# branch_resolve_unit_flat

branch_resolve_unit_flat, clock nets:
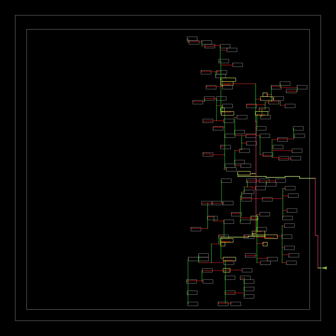

[src/rtl/branch_pkg.sv]
// Shared encodings for the EX-stage branch resolve unit: op kinds, branch
// funct3 codes and the wrong-path squash FSM states.
package branch_pkg;

  typedef enum logic [1:0] {
    OP_BR   = 2'b00,
    OP_JAL  = 2'b01,
    OP_JALR = 2'b10,
    OP_RSV  = 2'b11
  } op_kind_e;

  localparam logic [2:0] F3_BEQ  = 3'b000;
  localparam logic [2:0] F3_BNE  = 3'b001;
  localparam logic [2:0] F3_BLT  = 3'b100;
  localparam logic [2:0] F3_BGE  = 3'b101;
  localparam logic [2:0] F3_BLTU = 3'b110;
  localparam logic [2:0] F3_BGEU = 3'b111;

  typedef enum logic {
    ST_RUN,
    ST_SQUASH
  } state_e;

endpackage

[src/rtl/branch_resolve_unit_if.sv]
// EX-stage request / resolved-result bundle for branch_resolve_unit.
interface branch_resolve_unit_if #(
  parameter int unsigned XLEN  = 32,
  parameter int unsigned CNT_W = 16
);
  logic            in_valid;
  logic            stall;
  logic            flush;
  logic [1:0]      op_kind;
  logic [2:0]      funct3;
  logic [XLEN-1:0] rs1;
  logic [XLEN-1:0] rs2;
  logic [XLEN-1:0] pc;
  logic [XLEN-1:0] imm;
  logic            pred_taken;
  logic [XLEN-1:0] pred_target;

  logic             out_valid;
  logic             taken;
  logic [XLEN-1:0]  target;
  logic             mispredict;
  logic [XLEN-1:0]  redirect_pc;
  logic             illegal;
  logic [CNT_W-1:0] br_count;
  logic [CNT_W-1:0] mis_count;

  modport master (
    output in_valid, stall, flush, op_kind, funct3, rs1, rs2, pc, imm,
           pred_taken, pred_target,
    input  out_valid, taken, target, mispredict, redirect_pc, illegal,
           br_count, mis_count
  );

  modport slave (
    input  in_valid, stall, flush, op_kind, funct3, rs1, rs2, pc, imm,
           pred_taken, pred_target,
    output out_valid, taken, target, mispredict, redirect_pc, illegal,
           br_count, mis_count
  );
endinterface

[src/rtl/branch_cond_eval.sv]
// Combinational RV32I conditional-branch evaluator; reusable by any checker
// that needs the architectural branch outcome.
module branch_cond_eval
  import branch_pkg::*;
#(
  parameter int unsigned XLEN = 32
) (
  input  logic [XLEN-1:0] rs1_i,
  input  logic [XLEN-1:0] rs2_i,
  input  logic [2:0]      funct3_i,
  output logic            cond_taken_o,
  output logic            cond_illegal_o
);

  always_comb begin
    cond_taken_o   = 1'b0;
    cond_illegal_o = 1'b0;
    case (funct3_i)
      F3_BEQ:  cond_taken_o = (rs1_i == rs2_i);
      F3_BNE:  cond_taken_o = (rs1_i != rs2_i);
      F3_BLT:  cond_taken_o = ($signed(rs1_i) <  $signed(rs2_i));
      F3_BGE:  cond_taken_o = ($signed(rs1_i) >= $signed(rs2_i));
      F3_BLTU: cond_taken_o = (rs1_i <  rs2_i);
      F3_BGEU: cond_taken_o = (rs1_i >= rs2_i);
      default: cond_illegal_o = 1'b1;
    endcase
  end

endmodule

[src/rtl/branch_resolve_unit.sv]
// EX-stage branch/jump resolver: registered outcome and IF redirect, wrong-path
// squash after a mispredict, saturating branch and mispredict statistics.
module branch_resolve_unit
  import branch_pkg::*;
#(
  parameter int unsigned XLEN   = 32,
  parameter int unsigned CNT_W  = 16,
  parameter int unsigned SHADOW = 2
) (
  input logic                  clk,
  input logic                  rst,
  branch_resolve_unit_if.slave bus
);

  localparam logic [XLEN-1:0] PC_STEP = XLEN'(4);

  op_kind_e        op;
  logic            cond_taken;
  logic            cond_illegal;
  logic            taken_c;
  logic            illegal_c;
  logic            mis_c;
  logic            accept;
  logic [XLEN-1:0] jalr_sum;
  logic [XLEN-1:0] target_c;
  logic [XLEN-1:0] redirect_c;

  state_e           state_q;
  logic [2:0]       sq_cnt_q;
  logic             out_valid_q;
  logic             taken_q;
  logic [XLEN-1:0]  target_q;
  logic             mispredict_q;
  logic [XLEN-1:0]  redirect_q;
  logic             illegal_q;
  logic [CNT_W-1:0] br_count_q;
  logic [CNT_W-1:0] mis_count_q;

  assign op = op_kind_e'(bus.op_kind);

  branch_cond_eval #(.XLEN(XLEN)) u_cond (
    .rs1_i          (bus.rs1),
    .rs2_i          (bus.rs2),
    .funct3_i       (bus.funct3),
    .cond_taken_o   (cond_taken),
    .cond_illegal_o (cond_illegal)
  );

  assign jalr_sum = bus.rs1 + bus.imm;

  always_comb begin
    taken_c   = 1'b0;
    illegal_c = 1'b0;
    target_c  = bus.pc + bus.imm;
    case (op)
      OP_BR: begin
        taken_c   = cond_taken;
        illegal_c = cond_illegal;
      end
      OP_JAL:  taken_c = 1'b1;
      OP_JALR: begin
        taken_c  = 1'b1;
        target_c = {jalr_sum[XLEN-1:1], 1'b0};
      end
      OP_RSV:  illegal_c = 1'b1;
    endcase
  end

  // Illegal entries never redirect, whatever fetch predicted.
  assign mis_c = !illegal_c &&
                 ((taken_c != bus.pred_taken) ||
                  (taken_c && (target_c != bus.pred_target)));
  assign redirect_c = taken_c ? target_c : (bus.pc + PC_STEP);
  assign accept     = bus.in_valid && (state_q == ST_RUN);

  always_ff @(posedge clk) begin
    if (rst) begin
      state_q      <= ST_RUN;
      sq_cnt_q     <= '0;
      out_valid_q  <= 1'b0;
      taken_q      <= 1'b0;
      target_q     <= '0;
      mispredict_q <= 1'b0;
      redirect_q   <= '0;
      illegal_q    <= 1'b0;
      br_count_q   <= '0;
      mis_count_q  <= '0;
    end else if (bus.flush) begin
      state_q      <= ST_RUN;
      sq_cnt_q     <= '0;
      out_valid_q  <= 1'b0;
      mispredict_q <= 1'b0;
    end else if (!bus.stall) begin
      out_valid_q  <= accept;
      taken_q      <= taken_c;
      target_q     <= target_c;
      redirect_q   <= redirect_c;
      illegal_q    <= illegal_c;
      mispredict_q <= accept && mis_c;
      if (accept && (br_count_q != '1)) br_count_q <= br_count_q + 1'b1;
      if (accept && mis_c && (mis_count_q != '1)) mis_count_q <= mis_count_q + 1'b1;
      case (state_q)
        ST_RUN: begin
          if (accept && mis_c && (SHADOW != 0)) begin
            state_q  <= ST_SQUASH;
            sq_cnt_q <= 3'(SHADOW);
          end
        end
        ST_SQUASH: begin
          // Only real wrong-path instructions consume the shadow window.
          if (bus.in_valid) begin
            sq_cnt_q <= sq_cnt_q - 3'd1;
            if (sq_cnt_q == 3'd1) state_q <= ST_RUN;
          end
        end
      endcase
    end
  end

  assign bus.out_valid   = out_valid_q;
  assign bus.taken       = taken_q;
  assign bus.target      = target_q;
  assign bus.mispredict  = mispredict_q;
  assign bus.redirect_pc = redirect_q;
  assign bus.illegal     = illegal_q;
  assign bus.br_count    = br_count_q;
  assign bus.mis_count   = mis_count_q;

endmodule

[src/flat_wrapper.sv]
// flat-port wrapper written by rule: the top's interface ports become plain ports
module branch_resolve_unit_flat import branch_pkg::*;
#(
  parameter int unsigned XLEN   = 32,
  parameter int unsigned CNT_W  = 16,
  parameter int unsigned SHADOW = 2
)
  (clk, rst, bus_in_valid, bus_stall, bus_flush, bus_op_kind, bus_funct3, bus_rs1, bus_rs2, bus_pc, bus_imm, bus_pred_taken, bus_pred_target, bus_out_valid, bus_taken, bus_target, bus_mispredict, bus_redirect_pc, bus_illegal, bus_br_count, bus_mis_count);
  branch_resolve_unit_if #(.XLEN(XLEN), .CNT_W(CNT_W)) bus_i ();
  input logic clk;
  input logic rst;
  input wire logic [$bits(bus_i.in_valid)-1:0] bus_in_valid;
  input wire logic [$bits(bus_i.stall)-1:0] bus_stall;
  input wire logic [$bits(bus_i.flush)-1:0] bus_flush;
  input wire logic [$bits(bus_i.op_kind)-1:0] bus_op_kind;
  input wire logic [$bits(bus_i.funct3)-1:0] bus_funct3;
  input wire logic [$bits(bus_i.rs1)-1:0] bus_rs1;
  input wire logic [$bits(bus_i.rs2)-1:0] bus_rs2;
  input wire logic [$bits(bus_i.pc)-1:0] bus_pc;
  input wire logic [$bits(bus_i.imm)-1:0] bus_imm;
  input wire logic [$bits(bus_i.pred_taken)-1:0] bus_pred_taken;
  input wire logic [$bits(bus_i.pred_target)-1:0] bus_pred_target;
  output wire logic [$bits(bus_i.out_valid)-1:0] bus_out_valid;
  output wire logic [$bits(bus_i.taken)-1:0] bus_taken;
  output wire logic [$bits(bus_i.target)-1:0] bus_target;
  output wire logic [$bits(bus_i.mispredict)-1:0] bus_mispredict;
  output wire logic [$bits(bus_i.redirect_pc)-1:0] bus_redirect_pc;
  output wire logic [$bits(bus_i.illegal)-1:0] bus_illegal;
  output wire logic [$bits(bus_i.br_count)-1:0] bus_br_count;
  output wire logic [$bits(bus_i.mis_count)-1:0] bus_mis_count;
  assign bus_i.in_valid = bus_in_valid;
  assign bus_i.stall = bus_stall;
  assign bus_i.flush = bus_flush;
  assign bus_i.op_kind = bus_op_kind;
  assign bus_i.funct3 = bus_funct3;
  assign bus_i.rs1 = bus_rs1;
  assign bus_i.rs2 = bus_rs2;
  assign bus_i.pc = bus_pc;
  assign bus_i.imm = bus_imm;
  assign bus_i.pred_taken = bus_pred_taken;
  assign bus_i.pred_target = bus_pred_target;
  assign bus_out_valid = bus_i.out_valid;
  assign bus_taken = bus_i.taken;
  assign bus_target = bus_i.target;
  assign bus_mispredict = bus_i.mispredict;
  assign bus_redirect_pc = bus_i.redirect_pc;
  assign bus_illegal = bus_i.illegal;
  assign bus_br_count = bus_i.br_count;
  assign bus_mis_count = bus_i.mis_count;
  branch_resolve_unit #(.XLEN(XLEN), .CNT_W(CNT_W), .SHADOW(SHADOW)) u_core (.clk(clk), .rst(rst), .bus(bus_i));
endmodule
[config.mk]
export PLATFORM = sky130hd
export DESIGN_NAME = branch_resolve_unit_flat
export DESIGN_NICKNAME = d
export VERILOG_FILES = /design/src/rtl/branch_pkg.sv /design/src/rtl/branch_resolve_unit_if.sv /design/src/rtl/branch_cond_eval.sv /design/src/rtl/branch_resolve_unit.sv /design/src/flat_wrapper.sv
export SDC_FILE = /design/constraint.sdc
export NUM_CORES = 1
export LEC_CHECK = 0
export ABC_CLOCK_PERIOD_IN_PS = 5400
export CAP_MARGIN = 40
export CORE_MARGIN = 8
export CORE_UTILIZATION = 27
export DETAILED_ROUTE_END_ITERATION = 16
export GPL_ROUTABILITY_DRIVEN = 0
export PLACE_DENSITY = 0.47
export SETUP_SLACK_MARGIN = 0.15
export SLEW_MARGIN = 10
export SYNTH_ARGS = -nofsm -noshare
export SYNTH_HDL_FRONTEND = slang
export SYNTH_HIERARCHICAL = 1
export SYNTH_SLANG_ARGS = --single-unit
export TNS_END_PERCENT = 20
[constraint.sdc]
create_clock -name clk -period 5.4 [get_ports clk]
set_clock_uncertainty 0.05 [all_clocks]
set_input_delay 0.81 -clock clk [delete_from_list [all_inputs] [get_ports clk]]
set_output_delay 0.81 -clock clk [all_outputs]
set_load 0.01 [all_outputs]
# camera_capture

File: src/rtl/camera_pkg.sv
// camera_pkg: definitions shared by the camera capture front end.
//   cam_state_e   : capture FSM states (IDLE, CAPTURE, FLUSH, DRAIN)
//   CAM_FRAME_LEN : default bytes per frame
//   CAM_DATA_W    : default pixel byte width
package camera_pkg;

  localparam int CAM_FRAME_LEN = 75;
  localparam int CAM_DATA_W    = 8;

  typedef enum logic [1:0] {
    ST_IDLE    = 2'd0,
    ST_CAPTURE = 2'd1,
    ST_FLUSH   = 2'd2,
    ST_DRAIN   = 2'd3
  } cam_state_e;

endpackage : camera_pkg

File: src/rtl/camera_frame_buf.sv
// camera_frame_buf: DEPTH x WIDTH register file holding one captured frame.
// One synchronous write port, one asynchronous read port, no reset.
// Ports:
//   clk      in  clock
//   i_we     in  write enable
//   i_waddr  in  write address
//   i_wdata  in  write data
//   i_raddr  in  read address
//   o_rdata  out read data (combinational from i_raddr)
module camera_frame_buf #(
  parameter int DEPTH = 75,
  parameter int WIDTH = 8,
  parameter int AW    = $clog2(DEPTH + 1)
) (
  input  logic             clk,
  input  logic             i_we,
  input  logic [AW-1:0]    i_waddr,
  input  logic [WIDTH-1:0] i_wdata,
  input  logic [AW-1:0]    i_raddr,
  output logic [WIDTH-1:0] o_rdata
);

  logic [WIDTH-1:0] r_mem [DEPTH];

  // NOTE: storage arrays are deliberately left without reset; every entry is
  // written before it is read, and a reset would prevent mapping to RAM.
  always_ff @(posedge clk) begin
    if (i_we) r_mem[i_waddr] <= i_wdata;
  end

  assign o_rdata = r_mem[i_raddr];

endmodule : camera_frame_buf

File: src/rtl/camera_capture.sv
// camera_capture: frame-capture front end for the camera source.
// Requests exactly one frame of FRAME_LEN bytes by holding camera_en high for
// FRAME_LEN cycles, stores the returned byte stream in camera_frame_buf, then
// replays the frame on a valid/ready stream with a last-byte marker.
// Ports:
//   clk, rst            clock; asynchronous active-high reset
//   start               begin a capture (sampled only in IDLE)
//   camera_en           enable to the camera source
//   data_valid, data_in camera byte stream
//   m_valid, m_data,
//   m_last, m_ready     downstream stream
//   busy                high in any state except IDLE
//   frame_done          one-cycle pulse after the final downstream handshake
//   overrun             sticky: camera byte seen outside the capture window
//   frame_sum           mod-2^DATA_W byte sum (only with CAMERA_CAPTURE_SUM_EN)
// Optional feature macro: CAMERA_CAPTURE_SUM_EN
module camera_capture
  import camera_pkg::*;
#(
  parameter int FRAME_LEN = CAM_FRAME_LEN,
  parameter int DATA_W    = CAM_DATA_W
) (
  input  logic              clk,
  input  logic              rst,
  input  logic              start,
  output logic              camera_en,
  input  logic              data_valid,
  input  logic [DATA_W-1:0] data_in,
  output logic              m_valid,
  output logic [DATA_W-1:0] m_data,
  output logic              m_last,
  input  logic              m_ready,
  output logic              busy,
  output logic              frame_done,
  output logic              overrun
`ifdef CAMERA_CAPTURE_SUM_EN
  ,
  output logic [DATA_W-1:0] frame_sum
`endif
);

  localparam int               CNT_W  = $clog2(FRAME_LEN + 1);
  localparam logic [CNT_W-1:0] LEN    = CNT_W'(FRAME_LEN);
  localparam logic [CNT_W-1:0] LEN_M1 = CNT_W'(FRAME_LEN - 1);

  cam_state_e        r_state, w_state_next;
  logic [CNT_W-1:0]  r_en_cnt, r_wr_cnt, r_rd_ptr;
  logic              r_m_valid, r_m_last, r_frame_done, r_overrun;
  logic [DATA_W-1:0] r_m_data;

  logic              w_start, w_capturing, w_write, w_drop;
  logic              w_accept, w_accept_last, w_advance, w_load;
  logic [CNT_W-1:0]  w_rd_addr;
  logic [DATA_W-1:0] w_rd_data;

  assign w_start     = (r_state == ST_IDLE) && start;
  assign w_capturing = (r_state == ST_CAPTURE) || (r_state == ST_FLUSH);
  assign w_write     = w_capturing && data_valid && (r_wr_cnt < LEN);
  // Every camera byte that is not stored is an overrun, whatever the state.
  assign w_drop      = data_valid && !w_write;

  assign w_accept      = (r_state == ST_DRAIN) && r_m_valid && m_ready;
  assign w_accept_last = w_accept && (r_rd_ptr == LEN_M1);
  assign w_advance     = w_accept && !w_accept_last;
  // Reload the output register on DRAIN entry and after every non-final
  // handshake, so a byte is offered every cycle under continuous m_ready.
  assign w_load        = (r_state == ST_DRAIN) && (!r_m_valid || w_advance);
  assign w_rd_addr     = w_advance ? r_rd_ptr + 1'b1 : r_rd_ptr;

  camera_frame_buf #(
    .DEPTH (FRAME_LEN),
    .WIDTH (DATA_W),
    .AW    (CNT_W)
  ) u_frame_buf (
    .clk     (clk),
    .i_we    (w_write),
    .i_waddr (r_wr_cnt),
    .i_wdata (data_in),
    .i_raddr (w_rd_addr),
    .o_rdata (w_rd_data)
  );

  // NOTE: every signal assigned in this block gets a default first, so no
  // path through the case can leave it unassigned and infer a latch.
  always_comb begin
    w_state_next = r_state;
    unique case (r_state)
      ST_IDLE:    if (start)                 w_state_next = ST_CAPTURE;
      ST_CAPTURE: if (r_en_cnt == LEN_M1)    w_state_next = ST_FLUSH;
      // Leave FLUSH in the same cycle the final byte is written.
      ST_FLUSH:   if ((r_wr_cnt == LEN) || (w_write && (r_wr_cnt == LEN_M1)))
                                             w_state_next = ST_DRAIN;
      ST_DRAIN:   if (w_accept_last)         w_state_next = ST_IDLE;
      default:                               w_state_next = ST_IDLE;
    endcase
  end

  // NOTE: sequential state uses non-blocking assignments so every register
  // samples the pre-edge values, independent of statement order.
  always_ff @(posedge clk or posedge rst) begin
    if (rst) r_state <= ST_IDLE;
    else     r_state <= w_state_next;
  end

  always_ff @(posedge clk or posedge rst) begin
    if (rst) begin
      r_en_cnt     <= '0;
      r_wr_cnt     <= '0;
      r_rd_ptr     <= '0;
      r_overrun    <= 1'b0;
      r_frame_done <= 1'b0;
      r_m_valid    <= 1'b0;
      r_m_data     <= '0;
      r_m_last     <= 1'b0;
    end else begin
      r_frame_done <= w_accept_last;

      if (w_start) begin
        r_en_cnt <= '0;
        r_wr_cnt <= '0;
        r_rd_ptr <= '0;
      end else begin
        if (r_state == ST_CAPTURE) r_en_cnt <= r_en_cnt + 1'b1;
        if (w_write)               r_wr_cnt <= r_wr_cnt + 1'b1;
        if (w_advance)             r_rd_ptr <= r_rd_ptr + 1'b1;
      end

      // A byte dropped in the same cycle as start still counts as overrun.
      if (w_drop)       r_overrun <= 1'b1;
      else if (w_start) r_overrun <= 1'b0;

      if (w_load) begin
        r_m_valid <= 1'b1;
        r_m_data  <= w_rd_data;
        r_m_last  <= (w_rd_addr == LEN_M1);
      end else if (w_accept_last) begin
        r_m_valid <= 1'b0;
        r_m_last  <= 1'b0;
      end
    end
  end

`ifdef CAMERA_CAPTURE_SUM_EN
  logic [DATA_W-1:0] r_sum;

  always_ff @(posedge clk or posedge rst) begin
    if (rst)          r_sum <= '0;
    else if (w_start) r_sum <= '0;
    else if (w_write) r_sum <= r_sum + data_in;
  end

  assign frame_sum = r_sum;
`endif

  // camera_en comes straight from the state register so reset drops it at once.
  assign camera_en  = (r_state == ST_CAPTURE);
  assign busy       = (r_state != ST_IDLE);
  assign m_valid    = r_m_valid;
  assign m_data     = r_m_data;
  assign m_last     = r_m_last;
  assign frame_done = r_frame_done;
  assign overrun    = r_overrun;

endmodule : camera_capture
File: config.mk
export PLATFORM = sky130hd
export DESIGN_NAME = camera_capture
export DESIGN_NICKNAME = d
export VERILOG_FILES = /design/src/rtl/camera_pkg.sv /design/src/rtl/camera_frame_buf.sv /design/src/rtl/camera_capture.sv
export SDC_FILE = /design/constraint.sdc
export NUM_CORES = 1
export LEC_CHECK = 0
export CORE_UTILIZATION = 53
export CTS_CLUSTER_DIAMETER = 40
export CTS_CLUSTER_SIZE = 8
export DETAILED_ROUTE_END_ITERATION = 7
export PLACE_DENSITY_LB_ADDON = 0.2
export SLEW_MARGIN = 20
export SYNTH_ARGS = -nofsm -noshare
export SYNTH_HDL_FRONTEND = slang
export SYNTH_SLANG_ARGS = --single-unit
export TNS_END_PERCENT = 100
File: constraint.sdc
create_clock -name clk -period 5.76 [get_ports clk]
set_input_delay 1.152 -clock clk [delete_from_list [all_inputs] [get_ports clk]]
set_output_delay 1.152 -clock clk [all_outputs]
set_load 0.05 [all_outputs]
branch_resolve_unit_flat, placed cells, one color a class:
(1.5 px per um) Fill, decap, tap and diode cells in gray.
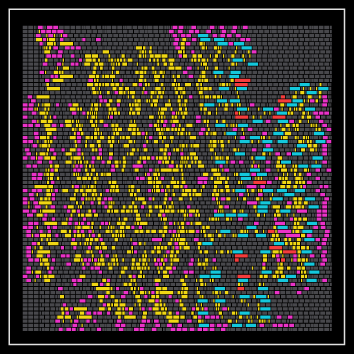
Cyan marks sequential cells, cells 104, share of their area 13%. Yellow marks remaining logic cells, cells 1,363, share of their area 57%. Red marks clock drivers and dummy loads, cells 16, share of their area 2.0%. Magenta marks remaining buffers and delay cells, cells 474, share of their area 27%.
fin area: 16,600 sq um
fin util: 39.5%
register share of the cell area: 12.5%

About 'clock nets' of branch_resolve_unit_flat:
num sequential: 104
clock tree sinks: 104

==> impl_summary.log, branch_resolve_unit_flat <==
[flow] final metrics
INFO  metric grt_overflow = 0
INFO  metric cts.root.buffer_cell = sky130_fd_sc_hd__clkbuf_16
INFO  metric proportion_of_layout_cells_with_a_drive_suffix_above_1 = 16.1%
INFO  metric synth_nets = 1,839
INFO  metric groute.usage.overall = 18.5%
INFO  metric clkSlewWorstSetupHoldPaths = 0.07 ns
INFO  metric area_of_placed_instances = 15,800 sq um
INFO  metric hold-path-endpoint = u_core/bus.redirect_pc[17]
INFO  metric reg2reg_depth = 8
INFO  metric run_status = completed
INFO  metric power_report.internal_total = 1.91 mW
INFO  metric cell_type_group_with_the_largest_total_delay_on_the_critical_path = simple AND/OR/NAND/NOR gates
INFO  metric mostFrequentLayoutCell = sky130_fd_sc_hd__clkdlybuf4s50_1
INFO  metric final.clkbuf_count = 11
INFO  metric synth_cells = 1,565
INFO  metric yosys-top-cells-area = sky130_fd_sc_hd__dfxtp_1 (18%), sky130_fd_sc_hd__ha_1 (11%), sky130_fd_sc_hd__a21oi_1 (6.4%)
INFO  metric p_clk_share = 22.7%
INFO  metric floorplan.io_pins = 271
[branch_resolve_unit_flat: repair_timing]
action                     CTS  global route
resized                     11            36
setup buffers                8             8
setup endpoints to repair   21            21
pin swaps                   16            24
cloned                       1             1
[branch_resolve_unit_flat: stage by stage]
stage / total power [mW] / setup TNS (ns) / hold WS, ns
after floorplan: 1.64 / 0 / 0.426
after global placement: 2.33 / -10.38 / 0.392
after detailed placement: 2.34 / -13.61 / 0.398
after CTS: 3.05 / 0 / 0.406
after global routing: 3.25 / 0 / 0.433
final: 3.06 / 0 / 0.407
[branch_resolve_unit_flat: registers in the layout, indices dropped and copies added, names as in the netlist]
| register | cells |
|---|---|
| u_core/bus.br_count | 16 |
| u_core/bus.target | 32 |
| u_core/state_q | 1 |
| u_core/bus.mispredict | 1 |
| u_core/bus.out_valid | 1 |
| u_core/bus.taken | 1 |
| u_core/bus.redirect_pc | 32 |
| u_core/bus.illegal | 1 |
| u_core/bus.mis_count | 16 |
| u_core/sq_cnt_q | 3 |
camera_capture, clock nets:
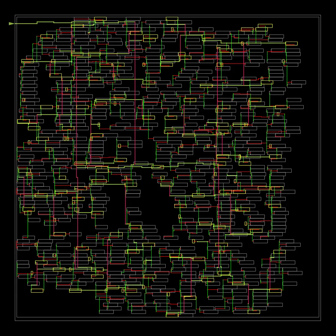
Late-Pin Clk Latency: 0.64 ns
power in the clock group: 5.24 mW

==> impl_summary.log, camera_capture <==
[flow] final metrics
INFO  metric wire_length_of_the_first_global_routing_pass = 122,000 um
INFO  metric grt_antenna_before_repair = 0
INFO  metric p_clk_share = 34.3%
INFO  metric layout.non_clock_buffers = 85
INFO  metric run_status = completed
INFO  metric enable_flop_cells = 600
INFO  metric sh_seq_area = 57.7%
INFO  metric power.sequential.fraction = 34.8%
INFO  metric floorplan.rows = 85
INFO  metric place.detailed.hpwl = 49,400 um
INFO  metric area_share_of_xor_xnor_cells_in_the_synthesized_design = 0.541%
INFO  metric min_path_type = reg -> reg
INFO  metric slowest_stage = sky130_fd_sc_hd__a2111oi_0
INFO  metric cts-root-to-sink-buffers = 3
INFO  metric cts_post_setup_buffers_inserted = 0
INFO  metric pg_comb = 4.71 mW
INFO  metric hold_slack = 0.549 ns
INFO  metric mux_area_share = 9.32%
INFO  metric cell_type_group_with_the_largest_total_delay_on_the_critical_path = AND-OR/OR-AND gates
[camera_capture: stage by stage]
step,worst slack [ns],total power [mW],area [sq um]
after global routing,0.625,15.8,32800
after global placement,0.354,9.93,29900
after floorplan,2.48,8.56,28900
after detailed placement,0.379,10.0,29900
final,0.686,15.3,32800
after CTS,1.01,15.2,32800
[camera_capture: path summary, 6_finish.rpt]
check / start / endpoint / slack (ns) / depth (start not counted)
worst max-delay path: m_ready / m_data[0] / 0.69 / 10
worst min-delay path: overrun / overrun / 0.55 / 2
worst max register to register: r_rd_ptr[0] / m_data[0] / 0.98 / 10
min in group asynchronous: rst / r_wr_cnt[2] / 1.05 / 2
max in group asynchronous: rst / r_rd_ptr[1] / 4.04 / 2
worst min register to register: overrun / overrun / 0.55 / 2
[camera_capture: registers in the layout (all words and copies together) (netlist names)]
name and count:
m_last 1, r_rd_ptr 7, m_data 8, u_frame_buf.r_mem 600
r_wr_cnt 7, r_en_cnt 7, m_valid 1, frame_done 1
r_state 2, overrun 1
[camera_capture: routing by layer]
layer  part of all wire (%)  up-vias  track usage [%]
met5                      0        -                0
met4                    4.7        0             14.7
met3                     10      225             5.14
met2                     45     1205             44.3
met1                     40     9936             42.1
li1                       -     8437                -

==> notes/layouts.md <==
Pictures saved along the way, in no particular order.

Clock distribution.
(2 px per um)
picture 1
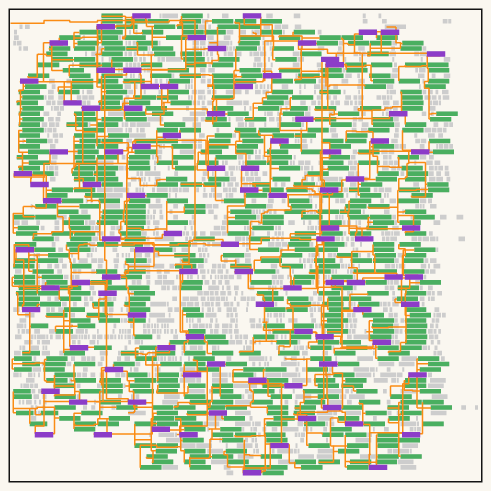
picture 2
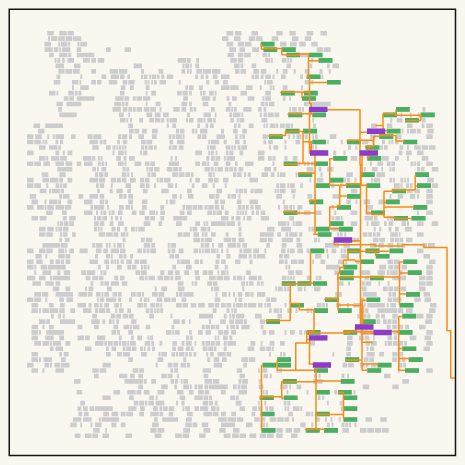
Picture 1 comes from camera_capture.
Picture 2 comes from branch_resolve_unit_flat.
Of these, most sequential cells: picture 1



## Gallery

Wires at chosen ports, followed through buffers.
(1.5 px per um)
panel A
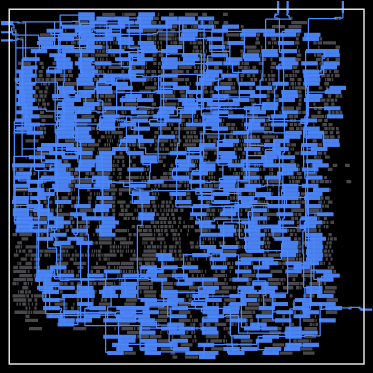
panel B
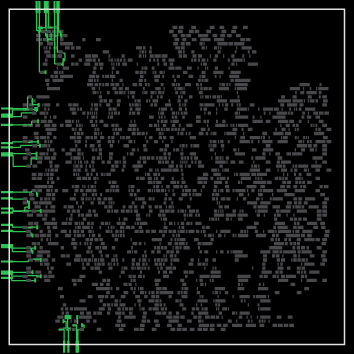
The one with the most cells is panel A.
- panel B = branch_resolve_unit_flat
- panel A = camera_capture

Key to panel A:
Blue marks data_in, bits 8, direction input, end cells 600, buffers 16, wire 9,350 um.

Power figures rest on the tool's default switching activity, not on a simulated workload.
